######## id_ex_stage_flat ########
[src/rtl/id_ex_stage_if.sv]
// ============================================================================
// Module      : id_ex_stage_if
// Description : Decode-to-execute bus. Decode drives the instruction fields.
//               The execute stage returns the load-use freeze request.
// Revision    : 1.0 - initial release
// ============================================================================
`default_nettype none

interface id_ex_stage_if;
  logic       id_valid;
  logic [7:0] id_rs1_data;
  logic [7:0] id_rs2_data;
  logic [7:0] id_imm;
  logic [4:0] id_rs1;
  logic [4:0] id_rs2;
  logic [4:0] id_rd;
  logic [2:0] id_alu_ctrl;
  logic       id_alu_src_imm;
  logic       id_reg_write;
  logic       id_mem_read;
  logic       id_mem_write;
  logic       load_use_stall;

  // Decode side
  modport master (
    output id_valid, id_rs1_data, id_rs2_data, id_imm,
    output id_rs1, id_rs2, id_rd, id_alu_ctrl,
    output id_alu_src_imm, id_reg_write, id_mem_read, id_mem_write,
    input  load_use_stall
  );

  // Execute-stage side
  modport slave (
    input  id_valid, id_rs1_data, id_rs2_data, id_imm,
    input  id_rs1, id_rs2, id_rd, id_alu_ctrl,
    input  id_alu_src_imm, id_reg_write, id_mem_read, id_mem_write,
    output load_use_stall
  );
endinterface

`default_nettype wire

[src/rtl/id_ex_stage.sv]
// ============================================================================
// Module      : id_ex_stage
// Description : ID/EX pipeline register with operand forwarding, load-use
//               hazard detection, flush/stall handling and bubble counting.
// Revision    : 1.0 - initial release
// ============================================================================
`default_nettype none

module id_ex_stage (
  input  logic          clk,
  input  logic          rst_n,
  id_ex_stage_if.slave  id_bus,
  input  logic          stall,
  input  logic          flush,
  input  logic [4:0]    exmem_rd,
  input  logic [4:0]    memwb_rd,
  input  logic          exmem_reg_write,
  input  logic          memwb_reg_write,
  input  logic [7:0]    exmem_result,
  input  logic [7:0]    memwb_result,
  output logic [7:0]    alu_src_a,
  output logic [7:0]    alu_src_b,
  output logic [2:0]    alu_ctrl,
  output logic          ex_valid,
  output logic          ex_reg_write,
  output logic          ex_mem_read,
  output logic          ex_mem_write,
  output logic [4:0]    ex_rd,
  output logic [7:0]    ex_store_data,
  output logic [7:0]    bubble_cnt
);

  localparam logic [7:0] C_BUBBLE_MAX = 8'hFF;

  logic [4:0] r_rs1;
  logic [4:0] r_rs2;
  logic [7:0] r_rs1_data;
  logic [7:0] r_rs2_data;
  logic [7:0] r_imm;
  logic       r_alu_src_imm;
  logic       w_load_use;
  logic [7:0] w_fwd_rs1;
  logic [7:0] w_fwd_rs2;
  logic [7:0] w_bubble_next;

  // Youngest producer wins; x0 is never a forwarding target.
  function automatic logic [7:0] fwd_sel(input logic [4:0] rs, input logic [7:0] rf_data,
                                         input logic [4:0] em_rd, input logic em_we,
                                         input logic [7:0] em_res, input logic [4:0] mw_rd,
                                         input logic mw_we, input logic [7:0] mw_res);
    logic [7:0] sel;
    sel = rf_data;
    if (em_we && (em_rd != 5'd0) && (em_rd == rs)) begin
      sel = em_res;
    end else if (mw_we && (mw_rd != 5'd0) && (mw_rd == rs)) begin
      sel = mw_res;
    end
    return sel;
  endfunction

  // Load in EX whose destination is read by the instruction in decode
  assign w_load_use = ex_valid & ex_mem_read & (ex_rd != 5'd0) & id_bus.id_valid &
                      ((ex_rd == id_bus.id_rs1) | (ex_rd == id_bus.id_rs2));
  assign id_bus.load_use_stall = w_load_use;

  // Saturating bubble counter increment
  assign w_bubble_next = (bubble_cnt == C_BUBBLE_MAX) ? bubble_cnt : bubble_cnt + 8'd1;

  // Operand forwarding and ALU operand selection
  always_comb begin
    w_fwd_rs1     = fwd_sel(r_rs1, r_rs1_data, exmem_rd, exmem_reg_write, exmem_result,
                            memwb_rd, memwb_reg_write, memwb_result);
    w_fwd_rs2     = fwd_sel(r_rs2, r_rs2_data, exmem_rd, exmem_reg_write, exmem_result,
                            memwb_rd, memwb_reg_write, memwb_result);
    alu_src_a     = w_fwd_rs1;
    alu_src_b     = r_alu_src_imm ? r_imm : w_fwd_rs2;
    ex_store_data = w_fwd_rs2;
  end

  // Pipeline register: flush > stall > load-use bubble > normal load
  always_ff @(posedge clk or negedge rst_n) begin
    if (!rst_n) begin
      ex_valid      <= 1'b0;
      ex_reg_write  <= 1'b0;
      ex_mem_read   <= 1'b0;
      ex_mem_write  <= 1'b0;
      ex_rd         <= 5'd0;
      alu_ctrl      <= 3'd0;
      r_rs1         <= 5'd0;
      r_rs2         <= 5'd0;
      r_rs1_data    <= 8'd0;
      r_rs2_data    <= 8'd0;
      r_imm         <= 8'd0;
      r_alu_src_imm <= 1'b0;
      bubble_cnt    <= 8'd0;
    end else if (flush || (!stall && w_load_use)) begin
      // Bubble: operand fields are left as-is, only validity/controls drop
      ex_valid      <= 1'b0;
      ex_reg_write  <= 1'b0;
      ex_mem_read   <= 1'b0;
      ex_mem_write  <= 1'b0;
      bubble_cnt    <= w_bubble_next;
    end else if (!stall) begin
      ex_valid      <= id_bus.id_valid;
      ex_reg_write  <= id_bus.id_valid & id_bus.id_reg_write;
      ex_mem_read   <= id_bus.id_valid & id_bus.id_mem_read;
      ex_mem_write  <= id_bus.id_valid & id_bus.id_mem_write;
      ex_rd         <= id_bus.id_rd;
      alu_ctrl      <= id_bus.id_alu_ctrl;
      r_rs1         <= id_bus.id_rs1;
      r_rs2         <= id_bus.id_rs2;
      r_rs1_data    <= id_bus.id_rs1_data;
      r_rs2_data    <= id_bus.id_rs2_data;
      r_imm         <= id_bus.id_imm;
      r_alu_src_imm <= id_bus.id_alu_src_imm;
    end
  end

endmodule

`default_nettype wire

[src/flat_wrapper.sv]
// flat-port wrapper written by rule: the top's interface ports become plain ports
module id_ex_stage_flat 
  (clk, rst_n, stall, flush, exmem_rd, memwb_rd, exmem_reg_write, memwb_reg_write, exmem_result, memwb_result, alu_src_a, alu_src_b, alu_ctrl, ex_valid, ex_reg_write, ex_mem_read, ex_mem_write, ex_rd, ex_store_data, bubble_cnt, id_bus_id_valid, id_bus_id_rs1_data, id_bus_id_rs2_data, id_bus_id_imm, id_bus_id_rs1, id_bus_id_rs2, id_bus_id_rd, id_bus_id_alu_ctrl, id_bus_id_alu_src_imm, id_bus_id_reg_write, id_bus_id_mem_read, id_bus_id_mem_write, id_bus_load_use_stall);
  id_ex_stage_if id_bus_i ();
  input  logic clk;
  input  logic rst_n;
  input  logic stall;
  input  logic flush;
  input  logic [4:0] exmem_rd;
  input  logic [4:0] memwb_rd;
  input  logic exmem_reg_write;
  input  logic memwb_reg_write;
  input  logic [7:0] exmem_result;
  input  logic [7:0] memwb_result;
  output logic [7:0] alu_src_a;
  output logic [7:0] alu_src_b;
  output logic [2:0] alu_ctrl;
  output logic ex_valid;
  output logic ex_reg_write;
  output logic ex_mem_read;
  output logic ex_mem_write;
  output logic [4:0] ex_rd;
  output logic [7:0] ex_store_data;
  output logic [7:0] bubble_cnt;
  input wire logic [$bits(id_bus_i.id_valid)-1:0] id_bus_id_valid;
  input wire logic [$bits(id_bus_i.id_rs1_data)-1:0] id_bus_id_rs1_data;
  input wire logic [$bits(id_bus_i.id_rs2_data)-1:0] id_bus_id_rs2_data;
  input wire logic [$bits(id_bus_i.id_imm)-1:0] id_bus_id_imm;
  input wire logic [$bits(id_bus_i.id_rs1)-1:0] id_bus_id_rs1;
  input wire logic [$bits(id_bus_i.id_rs2)-1:0] id_bus_id_rs2;
  input wire logic [$bits(id_bus_i.id_rd)-1:0] id_bus_id_rd;
  input wire logic [$bits(id_bus_i.id_alu_ctrl)-1:0] id_bus_id_alu_ctrl;
  input wire logic [$bits(id_bus_i.id_alu_src_imm)-1:0] id_bus_id_alu_src_imm;
  input wire logic [$bits(id_bus_i.id_reg_write)-1:0] id_bus_id_reg_write;
  input wire logic [$bits(id_bus_i.id_mem_read)-1:0] id_bus_id_mem_read;
  input wire logic [$bits(id_bus_i.id_mem_write)-1:0] id_bus_id_mem_write;
  output wire logic [$bits(id_bus_i.load_use_stall)-1:0] id_bus_load_use_stall;
  assign id_bus_i.id_valid = id_bus_id_valid;
  assign id_bus_i.id_rs1_data = id_bus_id_rs1_data;
  assign id_bus_i.id_rs2_data = id_bus_id_rs2_data;
  assign id_bus_i.id_imm = id_bus_id_imm;
  assign id_bus_i.id_rs1 = id_bus_id_rs1;
  assign id_bus_i.id_rs2 = id_bus_id_rs2;
  assign id_bus_i.id_rd = id_bus_id_rd;
  assign id_bus_i.id_alu_ctrl = id_bus_id_alu_ctrl;
  assign id_bus_i.id_alu_src_imm = id_bus_id_alu_src_imm;
  assign id_bus_i.id_reg_write = id_bus_id_reg_write;
  assign id_bus_i.id_mem_read = id_bus_id_mem_read;
  assign id_bus_i.id_mem_write = id_bus_id_mem_write;
  assign id_bus_load_use_stall = id_bus_i.load_use_stall;
  id_ex_stage u_core (.clk(clk), .rst_n(rst_n), .id_bus(id_bus_i), .stall(stall), .flush(flush), .exmem_rd(exmem_rd), .memwb_rd(memwb_rd), .exmem_reg_write(exmem_reg_write), .memwb_reg_write(memwb_reg_write), .exmem_result(exmem_result), .memwb_result(memwb_result), .alu_src_a(alu_src_a), .alu_src_b(alu_src_b), .alu_ctrl(alu_ctrl), .ex_valid(ex_valid), .ex_reg_write(ex_reg_write), .ex_mem_read(ex_mem_read), .ex_mem_write(ex_mem_write), .ex_rd(ex_rd), .ex_store_data(ex_store_data), .bubble_cnt(bubble_cnt));
endmodule
[config.mk]
export PLATFORM = sky130hd
export DESIGN_NAME = id_ex_stage_flat
export DESIGN_NICKNAME = d
export VERILOG_FILES = /design/src/rtl/id_ex_stage_if.sv /design/src/rtl/id_ex_stage.sv /design/src/flat_wrapper.sv
export SDC_FILE = /design/constraint.sdc
export NUM_CORES = 1
export LEC_CHECK = 0
export CAP_MARGIN = 10
export CORE_UTILIZATION = 43
export CTS_CLUSTER_DIAMETER = 40
export DETAILED_ROUTE_END_ITERATION = 12
export PLACE_DENSITY = 0.85
export SETUP_SLACK_MARGIN = 0.1
export SLEW_MARGIN = 10
export SYNTH_ARGS = -nofsm -noshare
export SYNTH_HDL_FRONTEND = slang
export SYNTH_SLANG_ARGS = --single-unit
[constraint.sdc]
create_clock -name clk -period 7.56 [get_ports clk]
set_input_delay 1.512 -clock clk [delete_from_list [all_inputs] [get_ports clk]]
set_output_delay 1.512 -clock clk [all_outputs]
set_load 0.02 [all_outputs]
######## syst_out_collector ########
$ cat config.mk
export PLATFORM = sky130hd
export DESIGN_NAME = syst_out_collector
export DESIGN_NICKNAME = d
export VERILOG_FILES = /design/src/rtl/syst_pkg.sv /design/src/rtl/syst_sat_round.sv /design/src/rtl/syst_out_collector.sv
export SDC_FILE = /design/constraint.sdc
export NUM_CORES = 1
export LEC_CHECK = 0
export ABC_AREA = 1
export ABC_CLOCK_PERIOD_IN_PS = 4900
export CORE_MARGIN = 2
export CORE_UTILIZATION = 55
export CTS_CLUSTER_SIZE = 12
export DETAILED_ROUTE_END_ITERATION = 10
export MAX_ROUTING_LAYER = met4
export PLACE_DENSITY = 0.88
export RECOVER_POWER = 50
export SLEW_MARGIN = 20
export SYNTH_ARGS = -nofsm -noshare
export SYNTH_HDL_FRONTEND = slang
export SYNTH_SLANG_ARGS = --single-unit
$ cat constraint.sdc
create_clock -name clk -period 4.9 [get_ports clk]
set_input_delay 0.49 -clock clk [delete_from_list [all_inputs] [get_ports clk]]
set_output_delay 0.49 -clock clk [all_outputs]
set_load 0.1 [all_outputs]
$ cat src/rtl/syst_pkg.sv
// Shared definitions for the systolic array edge blocks: default widths,
// the drain FSM state type and the common round-and-saturate helper.
package syst_pkg;

   localparam int DEF_N_ROWS  = 8;
   localparam int DEF_S_WIDTH = 32;
   localparam int DEF_O_WIDTH = 16;
   localparam int DEF_SHIFT   = 15;

   // Working width of sat_round; callers sign-extend into it (S_WIDTH <= 63).
   localparam int SR_WIDTH = 64;

   typedef enum logic {
      IDLE,
      SEND
   } drain_state_e;

   // Arithmetic shift right with round half up, then clamp to a signed o_width range.
   // The extra guard bit keeps the rounding add from wrapping for any input.
   function automatic logic signed [SR_WIDTH-1:0] sat_round(
      input logic signed [SR_WIDTH-1:0] value,
      input int                         shift,
      input int                         o_width
   );
      logic signed [SR_WIDTH:0]   one;
      logic signed [SR_WIDTH:0]   ext;
      logic signed [SR_WIDTH:0]   rounded;
      logic signed [SR_WIDTH:0]   max_v;
      logic signed [SR_WIDTH:0]   min_v;
      logic signed [SR_WIDTH-1:0] result;
      one = {{SR_WIDTH{1'b0}}, 1'b1};
      ext = {value[SR_WIDTH-1], value};
      if (shift > 0) begin
         rounded = (ext + (one <<< (shift - 1))) >>> shift;
      end else begin
         rounded = ext;
      end
      max_v = (one <<< (o_width - 1)) - one;
      min_v = -(one <<< (o_width - 1));
      if (rounded > max_v) begin
         result = max_v[SR_WIDTH-1:0];
      end else if (rounded < min_v) begin
         result = min_v[SR_WIDTH-1:0];
      end else begin
         result = rounded[SR_WIDTH-1:0];
      end
      return result;
   endfunction

endpackage

$ cat src/rtl/syst_sat_round.sv
// Combinational round-and-saturate stage narrowing an S_WIDTH partial sum
// to an O_WIDTH output word.
module syst_sat_round
   import syst_pkg::*;
#(
   parameter int S_WIDTH = DEF_S_WIDTH,
   parameter int O_WIDTH = DEF_O_WIDTH,
   parameter int SHIFT   = DEF_SHIFT
) (
   input  logic signed [S_WIDTH-1:0] value_i,
   output logic signed [O_WIDTH-1:0] value_o
);

   assign value_o = O_WIDTH'(sat_round(SR_WIDTH'(value_i), SHIFT, O_WIDTH));

endmodule

$ cat src/rtl/syst_out_collector.sv
// Collects the skewed last-node results of each systolic row into ping-pong
// frame banks and drains each full frame as a rounded, saturated word stream.
module syst_out_collector
   import syst_pkg::*;
#(
   parameter int N_ROWS    = DEF_N_ROWS,
   parameter int S_WIDTH   = DEF_S_WIDTH,
   parameter int O_WIDTH   = DEF_O_WIDTH,
   parameter int SHIFT     = DEF_SHIFT,
   parameter int IDX_WIDTH = $clog2(N_ROWS)
) (
   input  logic                       clk,
   input  logic                       rst,
   input  logic                       enable,
   input  logic [N_ROWS*S_WIDTH-1:0]  psumm_i,
   input  logic [N_ROWS-1:0]          valid_i,
   output logic signed [O_WIDTH-1:0]  data_o,
   output logic [IDX_WIDTH-1:0]       idx_o,
   output logic                       last_o,
   output logic                       valid_o,
   input  logic                       ready_i,
   input  logic                       clear_err_i,
   output logic                       overflow_o,
   output logic                       collision_o
);

   localparam logic [IDX_WIDTH-1:0] LAST_IDX = IDX_WIDTH'(N_ROWS - 1);
   localparam logic [N_ROWS-1:0]    ALL_ROWS = '1;

   logic signed [S_WIDTH-1:0] bank_mem [2][N_ROWS];
   logic [1:0]                bank_full;
   logic [1:0]                bank_full_next;
   logic [N_ROWS-1:0]         got;
   logic [N_ROWS-1:0]         cap_mask;
   logic                      wr_bank;
   logic                      rd_bank;
   logic [IDX_WIDTH-1:0]      idx;
   drain_state_e              state;

   logic                      complete;
   logic                      free_now;
   logic                      fill_rd;
   logic                      fill_other;
   logic                      coll_now;
   logic                      ovf_now;
   logic signed [S_WIDTH-1:0] rd_word;
   logic signed [O_WIDTH-1:0] sat_word;

   // Only a free write bank accepts rows, so a completion can never land on
   // the bank being freed by the drain side in the same cycle.
   always_comb begin
      cap_mask = '0;
      if (enable && !bank_full[wr_bank]) begin
         cap_mask = valid_i & ~got;
      end
      complete   = ((got | cap_mask) == ALL_ROWS);
      coll_now   = enable && |(valid_i & got);
      ovf_now    = enable && bank_full[wr_bank] && |valid_i;
      free_now   = valid_o && ready_i && last_o;
      fill_rd    = complete && (wr_bank == rd_bank);
      fill_other = complete && (wr_bank != rd_bank);

      bank_full_next = bank_full;
      if (free_now) begin
         bank_full_next[rd_bank] = 1'b0;
      end
      if (complete) begin
         bank_full_next[wr_bank] = 1'b1;
      end
   end

   always_ff @(posedge clk) begin
      for (int k = 0; k < N_ROWS; k++) begin
         if (cap_mask[k]) begin
            bank_mem[wr_bank][k] <= psumm_i[k*S_WIDTH +: S_WIDTH];
         end
      end
   end

   // Sticky errors: a new error in the same cycle as a clear wins.
   always_ff @(posedge clk) begin
      if (rst) begin
         bank_full   <= '0;
         got         <= '0;
         wr_bank     <= 1'b0;
         overflow_o  <= 1'b0;
         collision_o <= 1'b0;
      end else begin
         bank_full   <= bank_full_next;
         got         <= complete ? '0 : (got | cap_mask);
         if (complete) begin
            wr_bank <= ~wr_bank;
         end
         overflow_o  <= (overflow_o & ~clear_err_i) | ovf_now;
         collision_o <= (collision_o & ~clear_err_i) | coll_now;
      end
   end

   // Completions are looked at directly so the first word follows the
   // completing capture by one cycle and back-to-back frames need no bubble.
   always_ff @(posedge clk) begin
      if (rst) begin
         state   <= IDLE;
         valid_o <= 1'b0;
         last_o  <= 1'b0;
         idx     <= '0;
         rd_bank <= 1'b0;
      end else begin
         case (state)
            IDLE: begin
               if (bank_full[rd_bank] || fill_rd) begin
                  state   <= SEND;
                  valid_o <= 1'b1;
               end
            end
            SEND: begin
               if (valid_o && ready_i) begin
                  if (last_o) begin
                     rd_bank <= ~rd_bank;
                     idx     <= '0;
                     last_o  <= 1'b0;
                     if (bank_full[!rd_bank] || fill_other) begin
                        valid_o <= 1'b1;
                     end else begin
                        state   <= IDLE;
                        valid_o <= 1'b0;
                     end
                  end else begin
                     idx    <= idx + 1'b1;
                     last_o <= ((idx + 1'b1) == LAST_IDX);
                  end
               end
            end
            default: begin
               state   <= IDLE;
               valid_o <= 1'b0;
            end
         endcase
      end
   end

   assign rd_word = bank_mem[rd_bank][idx];

   syst_sat_round #(
      .S_WIDTH (S_WIDTH),
      .O_WIDTH (O_WIDTH),
      .SHIFT   (SHIFT)
   ) u_sat_round (
      .value_i (rd_word),
      .value_o (sat_word)
   );

   assign data_o = valid_o ? sat_word : '0;
   assign idx_o  = idx;

endmodule

######## dcache_port_arbiter ########
[config.mk]
export PLATFORM = sky130hd
export DESIGN_NAME = dcache_port_arbiter
export DESIGN_NICKNAME = d
export VERILOG_FILES = /design/src/rtl/dcache_port_arbiter_pkg.sv /design/src/rtl/dcache_grant_select.sv /design/src/rtl/dcache_port_arbiter.sv
export SDC_FILE = /design/constraint.sdc
export NUM_CORES = 1
export LEC_CHECK = 0
export ABC_AREA = 1
export CORE_AREA = 2 2 186 188
export CTS_CLUSTER_DIAMETER = 40
export CTS_CLUSTER_SIZE = 24
export DETAILED_ROUTE_END_ITERATION = 8
export DIE_AREA = 0 0 188 190
export PLACE_DENSITY = 0.48
export SYNTH_ARGS = -nofsm -noshare
export SYNTH_HDL_FRONTEND = slang
export SYNTH_SLANG_ARGS = --single-unit
[constraint.sdc]
create_clock -name clk -period 2.4 [get_ports clk]
set_clock_uncertainty 0.1 [all_clocks]
set_input_delay 0.36 -clock clk [delete_from_list [all_inputs] [get_ports clk]]
set_output_delay 0.36 -clock clk [all_outputs]
set_load 0.005 [all_outputs]
[src/rtl/dcache_port_arbiter_pkg.sv]
// Shared cache definitions: request-tag field encodings and the port-arbiter state set.
package dcache_port_arbiter_pkg;

  localparam logic [1:0] READ   = 2'b01;
  localparam logic [1:0] WRITE  = 2'b10;
  localparam logic [1:0] MEMORY = 2'b01;
  localparam logic [1:0] DATA   = 2'b01;

  typedef enum logic [1:0] {StIdle, StReq, StRdWait, StWrWait} arbState_e;

  // Tag layout: {type, MEMORY, DATA, 7'b0}.
  function automatic logic [12:0] makeTag(input logic isWrite);
    return {(isWrite ? WRITE : READ), MEMORY, DATA, 7'b0};
  endfunction

endpackage

[src/rtl/dcache_grant_select.sv]
// Write-favouring grant between the read and write ports, with a read-starvation limit.
module dcache_grant_select #(
  parameter int unsigned STARVE_LIM = 4
) (
  input  logic clk,
  input  logic reset,
  input  logic rdReq,
  input  logic wrReq,
  input  logic grantEn,
  output logic grantRd,
  output logic grantWr
);

  localparam int unsigned CntW = $clog2(STARVE_LIM + 2);

  logic [CntW-1:0] starveCntQ;
  logic            readDue;

  assign readDue = (starveCntQ == CntW'(STARVE_LIM));
  assign grantWr = grantEn && wrReq && !(rdReq && readDue);
  assign grantRd = grantEn && rdReq && !grantWr;

  // Counts write grants that overtook a waiting read; saturates because a due read always wins.
  always_ff @(posedge clk or negedge reset) begin
    if (!reset) begin
      starveCntQ <= '0;
    end else if (!rdReq || grantRd) begin
      starveCntQ <= '0;
    end else if (grantWr && !readDue) begin
      starveCntQ <= starveCntQ + 1'b1;
    end
  end

endmodule

[src/rtl/dcache_port_arbiter.sv]
// Arbitrates the Memory-stage read port and WriteBack write port onto one dCache master port,
// one transaction outstanding at a time.
module dcache_port_arbiter
  import dcache_port_arbiter_pkg::*;
#(
  parameter int unsigned STARVE_LIM = 4
) (
  input  logic        clk,
  input  logic        reset,
  input  logic        rd_reqcyc,
  input  logic [63:0] rd_addr,
  output logic        rd_reqack,
  output logic        rd_respcyc,
  output logic [63:0] rd_resp,
  input  logic        rd_respack,
  input  logic        wr_reqcyc,
  input  logic [63:0] wr_addr,
  input  logic [63:0] wr_data,
  output logic        wr_reqack,
  output logic        wr_writeack,
  input  logic        flush_in,
  output logic        busy_out,
  output logic        m_reqcyc,
  output logic [63:0] m_req,
  output logic [63:0] m_reqdata,
  output logic [12:0] m_reqtag,
  output logic        m_respack,
  input  logic        m_reqack,
  input  logic        m_respcyc,
  input  logic [63:0] m_resp,
  input  logic        m_writeack
);

  arbState_e   stateQ, stateD;
  logic        grantRd, grantWr;
  logic        isWrQ;
  logic        dropQ, dropD, dropNow, flushHit;
  logic [63:0] addrQ, dataQ;
  logic [12:0] tagQ;

  dcache_grant_select #(
    .STARVE_LIM(STARVE_LIM)
  ) uGrant (
    .clk    (clk),
    .reset  (reset),
    .rdReq  (rd_reqcyc),
    .wrReq  (wr_reqcyc),
    .grantEn(stateQ == StIdle),
    .grantRd(grantRd),
    .grantWr(grantWr)
  );

  always_ff @(posedge clk or negedge reset) begin
    if (!reset) begin
      stateQ <= StIdle;
    end else begin
      stateQ <= stateD;
    end
  end

  always_comb begin
    stateD = stateQ;
    unique case (stateQ)
      StIdle:   if (grantRd || grantWr) stateD = StReq;
      StReq:    if (m_reqack) stateD = isWrQ ? StWrWait : StRdWait;
      StRdWait: if (m_respcyc && m_respack) stateD = StIdle;
      StWrWait: if (m_writeack) stateD = StIdle;
      default:  stateD = StIdle;
    endcase
  end

  // A flush kills the read's data in the same cycle it arrives; writes are never dropped.
  assign flushHit = flush_in && !isWrQ && (stateQ == StReq || stateQ == StRdWait);
  assign dropNow  = dropQ || flushHit;
  assign dropD    = (stateD == StIdle) ? 1'b0 : dropNow;

  always_ff @(posedge clk or negedge reset) begin
    if (!reset) begin
      dropQ <= 1'b0;
      isWrQ <= 1'b0;
      addrQ <= '0;
      dataQ <= '0;
      tagQ  <= '0;
    end else begin
      dropQ <= dropD;
      if (grantRd || grantWr) begin
        isWrQ <= grantWr;
        addrQ <= grantWr ? wr_addr : rd_addr;
        dataQ <= grantWr ? wr_data : '0;
        tagQ  <= makeTag(grantWr);
      end
    end
  end

  assign m_req     = addrQ;
  assign m_reqdata = dataQ;
  assign m_reqtag  = tagQ;

  always_comb begin
    m_reqcyc    = 1'b0;
    m_respack   = 1'b0;
    rd_reqack   = 1'b0;
    wr_reqack   = 1'b0;
    rd_respcyc  = 1'b0;
    rd_resp     = '0;
    wr_writeack = 1'b0;
    busy_out    = 1'b1;
    unique case (stateQ)
      StIdle: busy_out = 1'b0;
      StReq: begin
        m_reqcyc  = 1'b1;
        rd_reqack = m_reqack && !isWrQ;
        wr_reqack = m_reqack && isWrQ;
      end
      StRdWait: begin
        rd_respcyc = m_respcyc && !dropNow;
        rd_resp    = dropNow ? '0 : m_resp;
        m_respack  = dropNow || rd_respack;
      end
      StWrWait: wr_writeack = m_writeack;
      default:  busy_out = 1'b0;
    endcase
  end

endmodule

id_ex_stage_flat, local utilization:
Scale: 4 px per um. The die is cut into 9 by 9 equal tiles; dark blue is low, red is high, 0 to 100% covered.
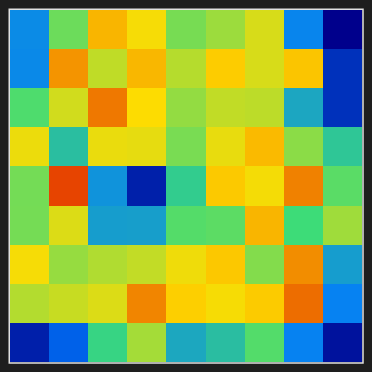
nearly empty tiles: 1.2%
fullest tile: 92%
emptiest ninth of the die: north-east
tiles over 75% full: 21%
mean over tiles: 57%

==> report_table.html, id_ex_stage_flat <==
<p>Metrics extracted from the flow reports.</p>
<table>
<tr><th>Metric</th><th>Value</th></tr>
<tr><th colspan="2">Logic synthesis</th></tr>
<tr><td>XOR/XNOR Fraction of Synth Area</td><td>0.0989</td></tr>
<tr><td>Leading cell types by total area after synthesis</td><td>dfrtp_1 (43%), mux2_4 (19%), mux2_2 (10%)</td></tr>
<tr><td>Yosys simple share</td><td>0.0777</td></tr>
<tr><th colspan="2">Global routing</th></tr>
<tr><td>Global-route met2 utilization</td><td>0.354</td></tr>
<tr><td>Maximum number of pins on one net before global-route repair</td><td>56</td></tr>
<tr><td>Sum of overflow across all layers after global routing</td><td>0</td></tr>
<tr><td>GRT met3 Usage</td><td>0.0443</td></tr>
<tr><th colspan="2">Pwr</th></tr>
<tr><td>Worst vdd ir</td><td>about 0.00018 V</td></tr>
<tr><th colspan="2">Drt</th></tr>
<tr><td>Wire length on met3</td><td>409 um</td></tr>
<tr><td>Remaining number of nets flagged by the antenna check after routing</td><td>0</td></tr>
<tr><td>Total met2 wirelength after detailed routing</td><td>4.06 mm</td></tr>
<tr><th colspan="2">Worst hold path</th></tr>
<tr><td>Hold depth</td><td>1</td></tr>
<tr><th colspan="2">Placement</th></tr>
<tr><td>Worst Setup Slack post-DPL</td><td>1.27 ns</td></tr>
<tr><th colspan="2">Timing</th></tr>
<tr><td>Post-layout period usage of the worst path</td><td>0.832</td></tr>
<tr><td>Fin worst setup slack</td><td>1.27 ns</td></tr>
<tr><td>Max-slew violation count</td><td>0</td></tr>
<tr><td>Time the final worst path needs with I/O delays and setup</td><td>6.29 ns</td></tr>
<tr><th colspan="2">Setup path</th></tr>
<tr><td>Endpoint of the most critical register-to-register path</td><td>u_core.r_rs1_data[2]</td></tr>
<tr><td>Worst setup slack for register-to-register paths</td><td>a little under 5 ns</td></tr>
<tr><td>Startpoint Class</td><td>input port</td></tr>
<tr><td>Data arrival time of the critical path</td><td>4.78 ns</td></tr>
<tr><th colspan="2">Layout</th></tr>
<tr><td>Share of post-route cells with drive strength above 1</td><td>0.246</td></tr>
<tr><td>Non-clk bufs</td><td>127</td></tr>
<tr><th colspan="2">Status</th></tr>
<tr><td>Result of the run</td><td>completed</td></tr>
<tr><th colspan="2">Clocking</th></tr>
<tr><td>Buffer type at the clock tree root</td><td>clkbuf_8</td></tr>
<tr><td>Number of CTS-inserted buffers</td><td>5</td></tr>
<tr><td>Number of sinks driven by the clock tree</td><td>55</td></tr>
</table>
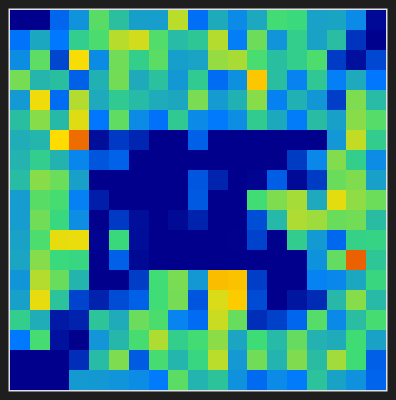
dcache_port_arbiter: local utilization
Scale: 2 px per um. The die is cut into 19 by 19 equal tiles; dark blue is low, red is high, 0 to 100% covered.
nearly empty tiles: 18%
emptiest ninth of the die: centre
tiles over 75% full: 1.7%
fullest tile: 89%

==> report_table.html, dcache_port_arbiter <==
<p>Metrics extracted from the flow reports.</p>
<table>
<tr><th>Metric</th><th>Value</th></tr>
<tr><th colspan="2">Status</th></tr>
<tr><td>Result of the run</td><td>completed</td></tr>
<tr><th colspan="2">Die</th></tr>
<tr><td>Width of the chip</td><td>188 um</td></tr>
<tr><th colspan="2">Clocking</th></tr>
<tr><td>Number of CTS-inserted buffers</td><td>17</td></tr>
<tr><td>Number of H-tree levels</td><td>4</td></tr>
<tr><td>Maximum buffer depth of the clock tree</td><td>2</td></tr>
<tr><th colspan="2">Global routing</th></tr>
<tr><td>Overall fraction of global-route tracks in use</td><td>0.152</td></tr>
<tr><td>Maximum number of pins on one net before global-route repair</td><td>75</td></tr>
<tr><td>Vias in the first global route</td><td>6749</td></tr>
<tr><th colspan="2">Drt</th></tr>
<tr><td>Number of vias per cell after detailed routing</td><td>4.01</td></tr>
<tr><td>Total met2 wirelength after detailed routing</td><td>between 10 and 15 mm</td></tr>
<tr><td>Mean routed wirelength per cell</td><td>roughly 17 um</td></tr>
<tr><td>Post-route DRC</td><td>0</td></tr>
<tr><th colspan="2">Logic synthesis</th></tr>
<tr><td>Instance tally after logic synthesis</td><td>~720</td></tr>
<tr><td>Post-Synth AOI/OAI Area</td><td>0.0949</td></tr>
<tr><td>Most numerous cell types in the synthesized netlist</td><td>nand2_1 (188), dfrtp_1 (137), nand3_1 (95)</td></tr>
<tr><th colspan="2">Placement</th></tr>
<tr><td>Count of buffers from port buffering</td><td>467</td></tr>
<tr><td>Number of instances in the placed design</td><td>~1600</td></tr>
<tr><th colspan="2">Setup path</th></tr>
<tr><td>Maximum fanout along the worst path</td><td>5</td></tr>
<tr><th colspan="2">Timing</th></tr>
<tr><td>Highest clock rate</td><td>approximately 0.42 GHz</td></tr>
<tr><td>Setup-failing EPs final</td><td>0</td></tr>
<tr><td>Final Hold Fails</td><td>0</td></tr>
<tr><td>Time the final worst path needs with I/O delays and setup</td><td>about 2.4 ns</td></tr>
<tr><th colspan="2">Layout</th></tr>
<tr><td>Final standard cell utilization of the core</td><td>0.359</td></tr>
<tr><td>Share of post-route cells with drive strength above 1</td><td>0.151</td></tr>
</table>
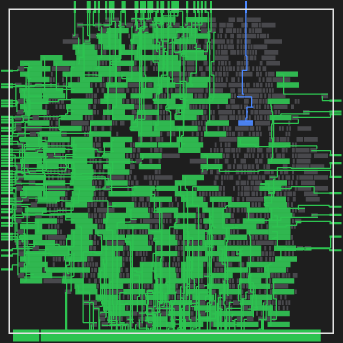
syst_out_collector: port wiring
Scale: 2 px per um.
legend:
  last_o:
    colour: blue
    direction: output
    edge: north
    end_cells: 1
    buffers: 1
    wire: 72.2 um
  psumm_i:
    colour: green
    direction: input
    edge: 166 south, 45 west, 33 north, 12 east
    end_cells: 288
    buffers: 144
    wire: 6830 um

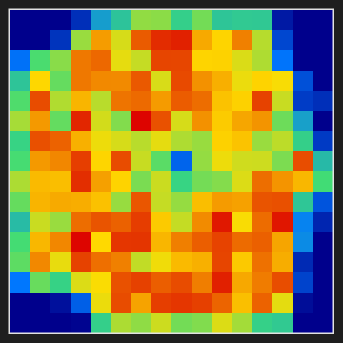
syst_out_collector: local utilization
Scale: 2 px per um. The die is cut into 16 by 16 equal tiles; dark blue is low, red is high, 0 to 100% covered.
tiles over 75% full: 46%
nearly empty tiles: 9.8%
emptiest ninth of the die: north-east
fullest tile: 100%
mean over tiles: 63%

==> report_table.html, syst_out_collector <==
<p>Metrics extracted from the flow reports.</p>
<table>
<tr><th>Metric</th><th>Value</th></tr>
<tr><th colspan="2">Global routing</th></tr>
<tr><td>Met1 Track Usage GR</td><td>0.336</td></tr>
<tr><td>Most heavily used metal layer in global routing</td><td>met2</td></tr>
<tr><td>Initial antenna violation count</td><td>1</td></tr>
<tr><th colspan="2">Setup path</th></tr>
<tr><td>Top cell by count, worst path</td><td>nand2_1</td></tr>
<tr><td>Endpoint of the most critical register-to-register path</td><td>bank_mem[1][89]</td></tr>
<tr><td>Required time of the critical path</td><td>4.41 ns</td></tr>
<tr><td>Worst-path cell chain</td><td>buf_12, nor2_1, nor2_1, o21ai_0, nand3_1, nand3_1, nand2_1, ha_1, nand2_1, nor2_2, nand2_2, nor2_1, nand2_1, nand2_1, nand2_1, nand2_2, nand2_1, a21oi_1, buf_12</td></tr>
<tr><td>Worst setup EP type</td><td>primary output</td></tr>
<tr><th colspan="2">Layout</th></tr>
<tr><td>Number of flip-flops in the largest register</td><td>288</td></tr>
<tr><td>Most common library cell in the layout ignoring fill and taps</td><td>nand2_1</td></tr>
<tr><td>Register cell area after layout</td><td>approximately 9000 um2</td></tr>
<tr><td>Summed area of non-filler cells in the final layout</td><td>between 15000 and 20000 um2</td></tr>
<tr><td>Multi-input gate share of total cell area</td><td>0.219</td></tr>
<tr><td>Share of post-route cells with drive strength above 1</td><td>0.0782</td></tr>
<tr><th colspan="2">Status</th></tr>
<tr><td>Result of the run</td><td>completed</td></tr>
<tr><th colspan="2">Pwr</th></tr>
<tr><td>Share of power burned in the clock network</td><td>0.383</td></tr>
<tr><th colspan="2">Timing</th></tr>
<tr><td>Fin worst setup slack</td><td>0.349 ns</td></tr>
<tr><th colspan="2">Die</th></tr>
<tr><td>Inserted tap cell count</td><td>324</td></tr>
<tr><th colspan="2">Placement</th></tr>
<tr><td>Count of buffers from port buffering</td><td>around 180</td></tr>
</table>

==> gallery <==
The metal 1 layer.
Plate I
Scale: 4 px per um. Supply wires on this layer in grey.
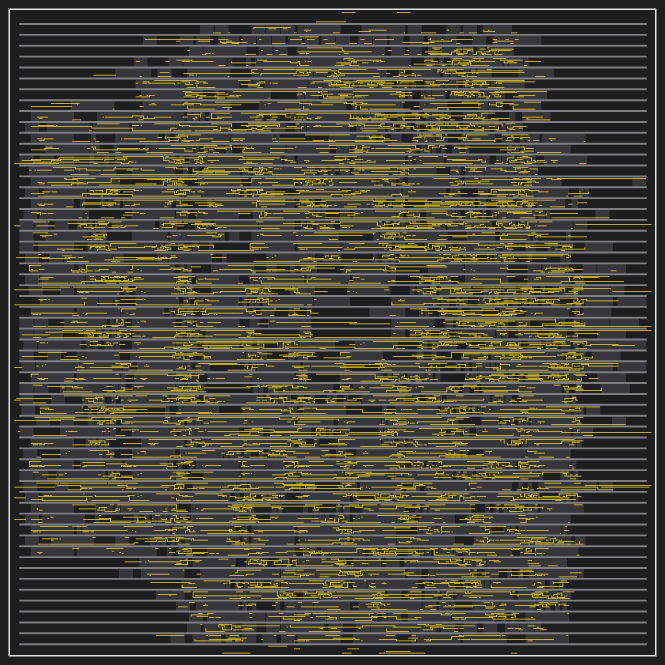
Plate II
Scale: 3 px per um. Supply wires on this layer in grey.
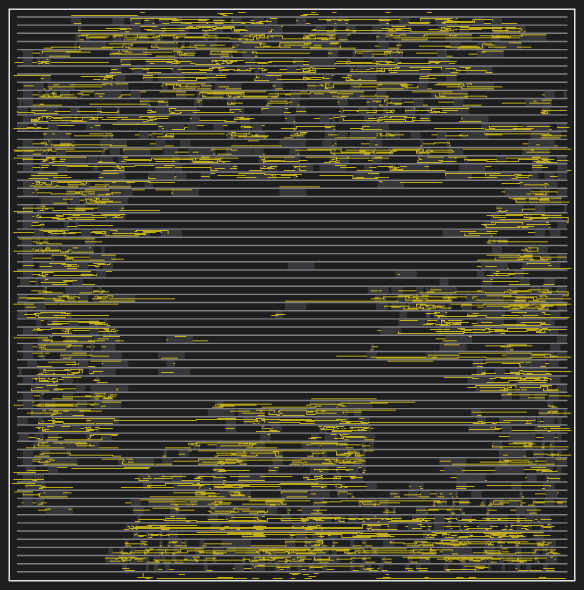
Plate III
Scale: 6 px per um. Supply wires on this layer in grey.
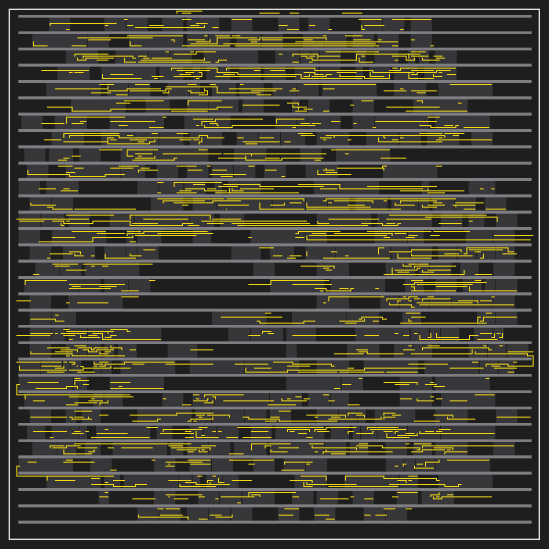
For dcache_port_arbiter, see Plate II.
For id_ex_stage_flat, see Plate III.
For syst_out_collector, see Plate I.
Of these, smallest die: Plate III
Of these, largest die: Plate II



==> screenshots <==
Cell outlines without signal wires.
panel A
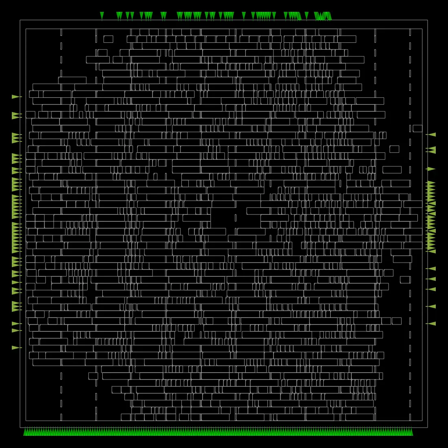
panel B
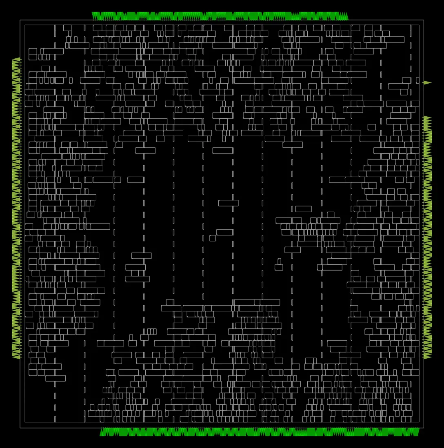
panel C
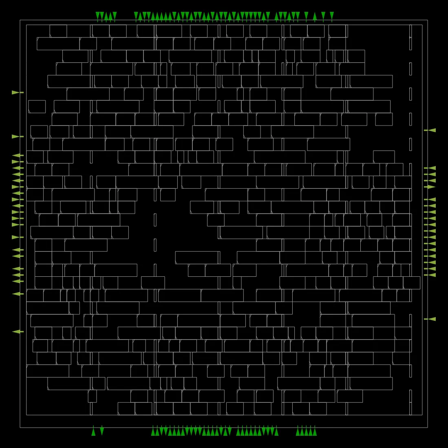
panel B -> dcache_port_arbiter
panel A -> syst_out_collector
panel C -> id_ex_stage_flat
The one with the fewest sequential cells is panel C.


==> layout pictures side by side <==
Drive-strength map.
image #1
Scale: 4 px per um.
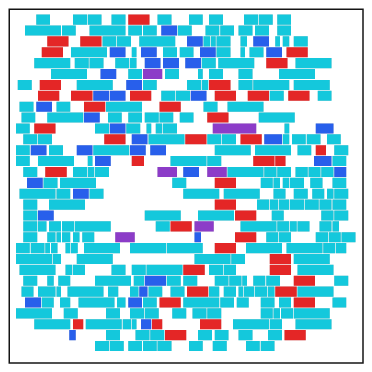
image #2
Scale: 2 px per um.
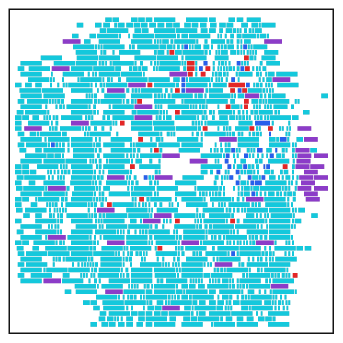
image #3
Scale: 2 px per um.
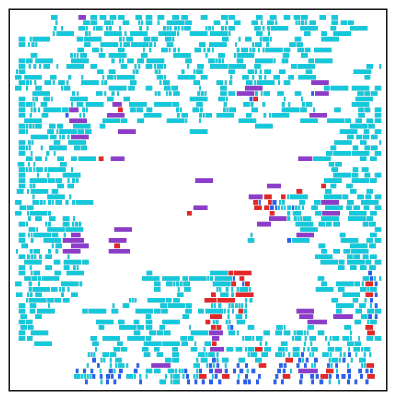
The one with the smallest die is image #1.
Image #1 is id_ex_stage_flat.
Image #2 is syst_out_collector.
Image #3 is dcache_port_arbiter.

Key to image #1:
legend:
  _2 cells:
    colour: blue
    cells: 39
  _6 and larger:
    colour: purple
    cells: 6
  _3 and _4 cells:
    colour: red
    cells: 45
  _0 and _1 cells:
    colour: cyan
    cells: 276

Power figures rest on the tool's default switching activity, not on a simulated workload.
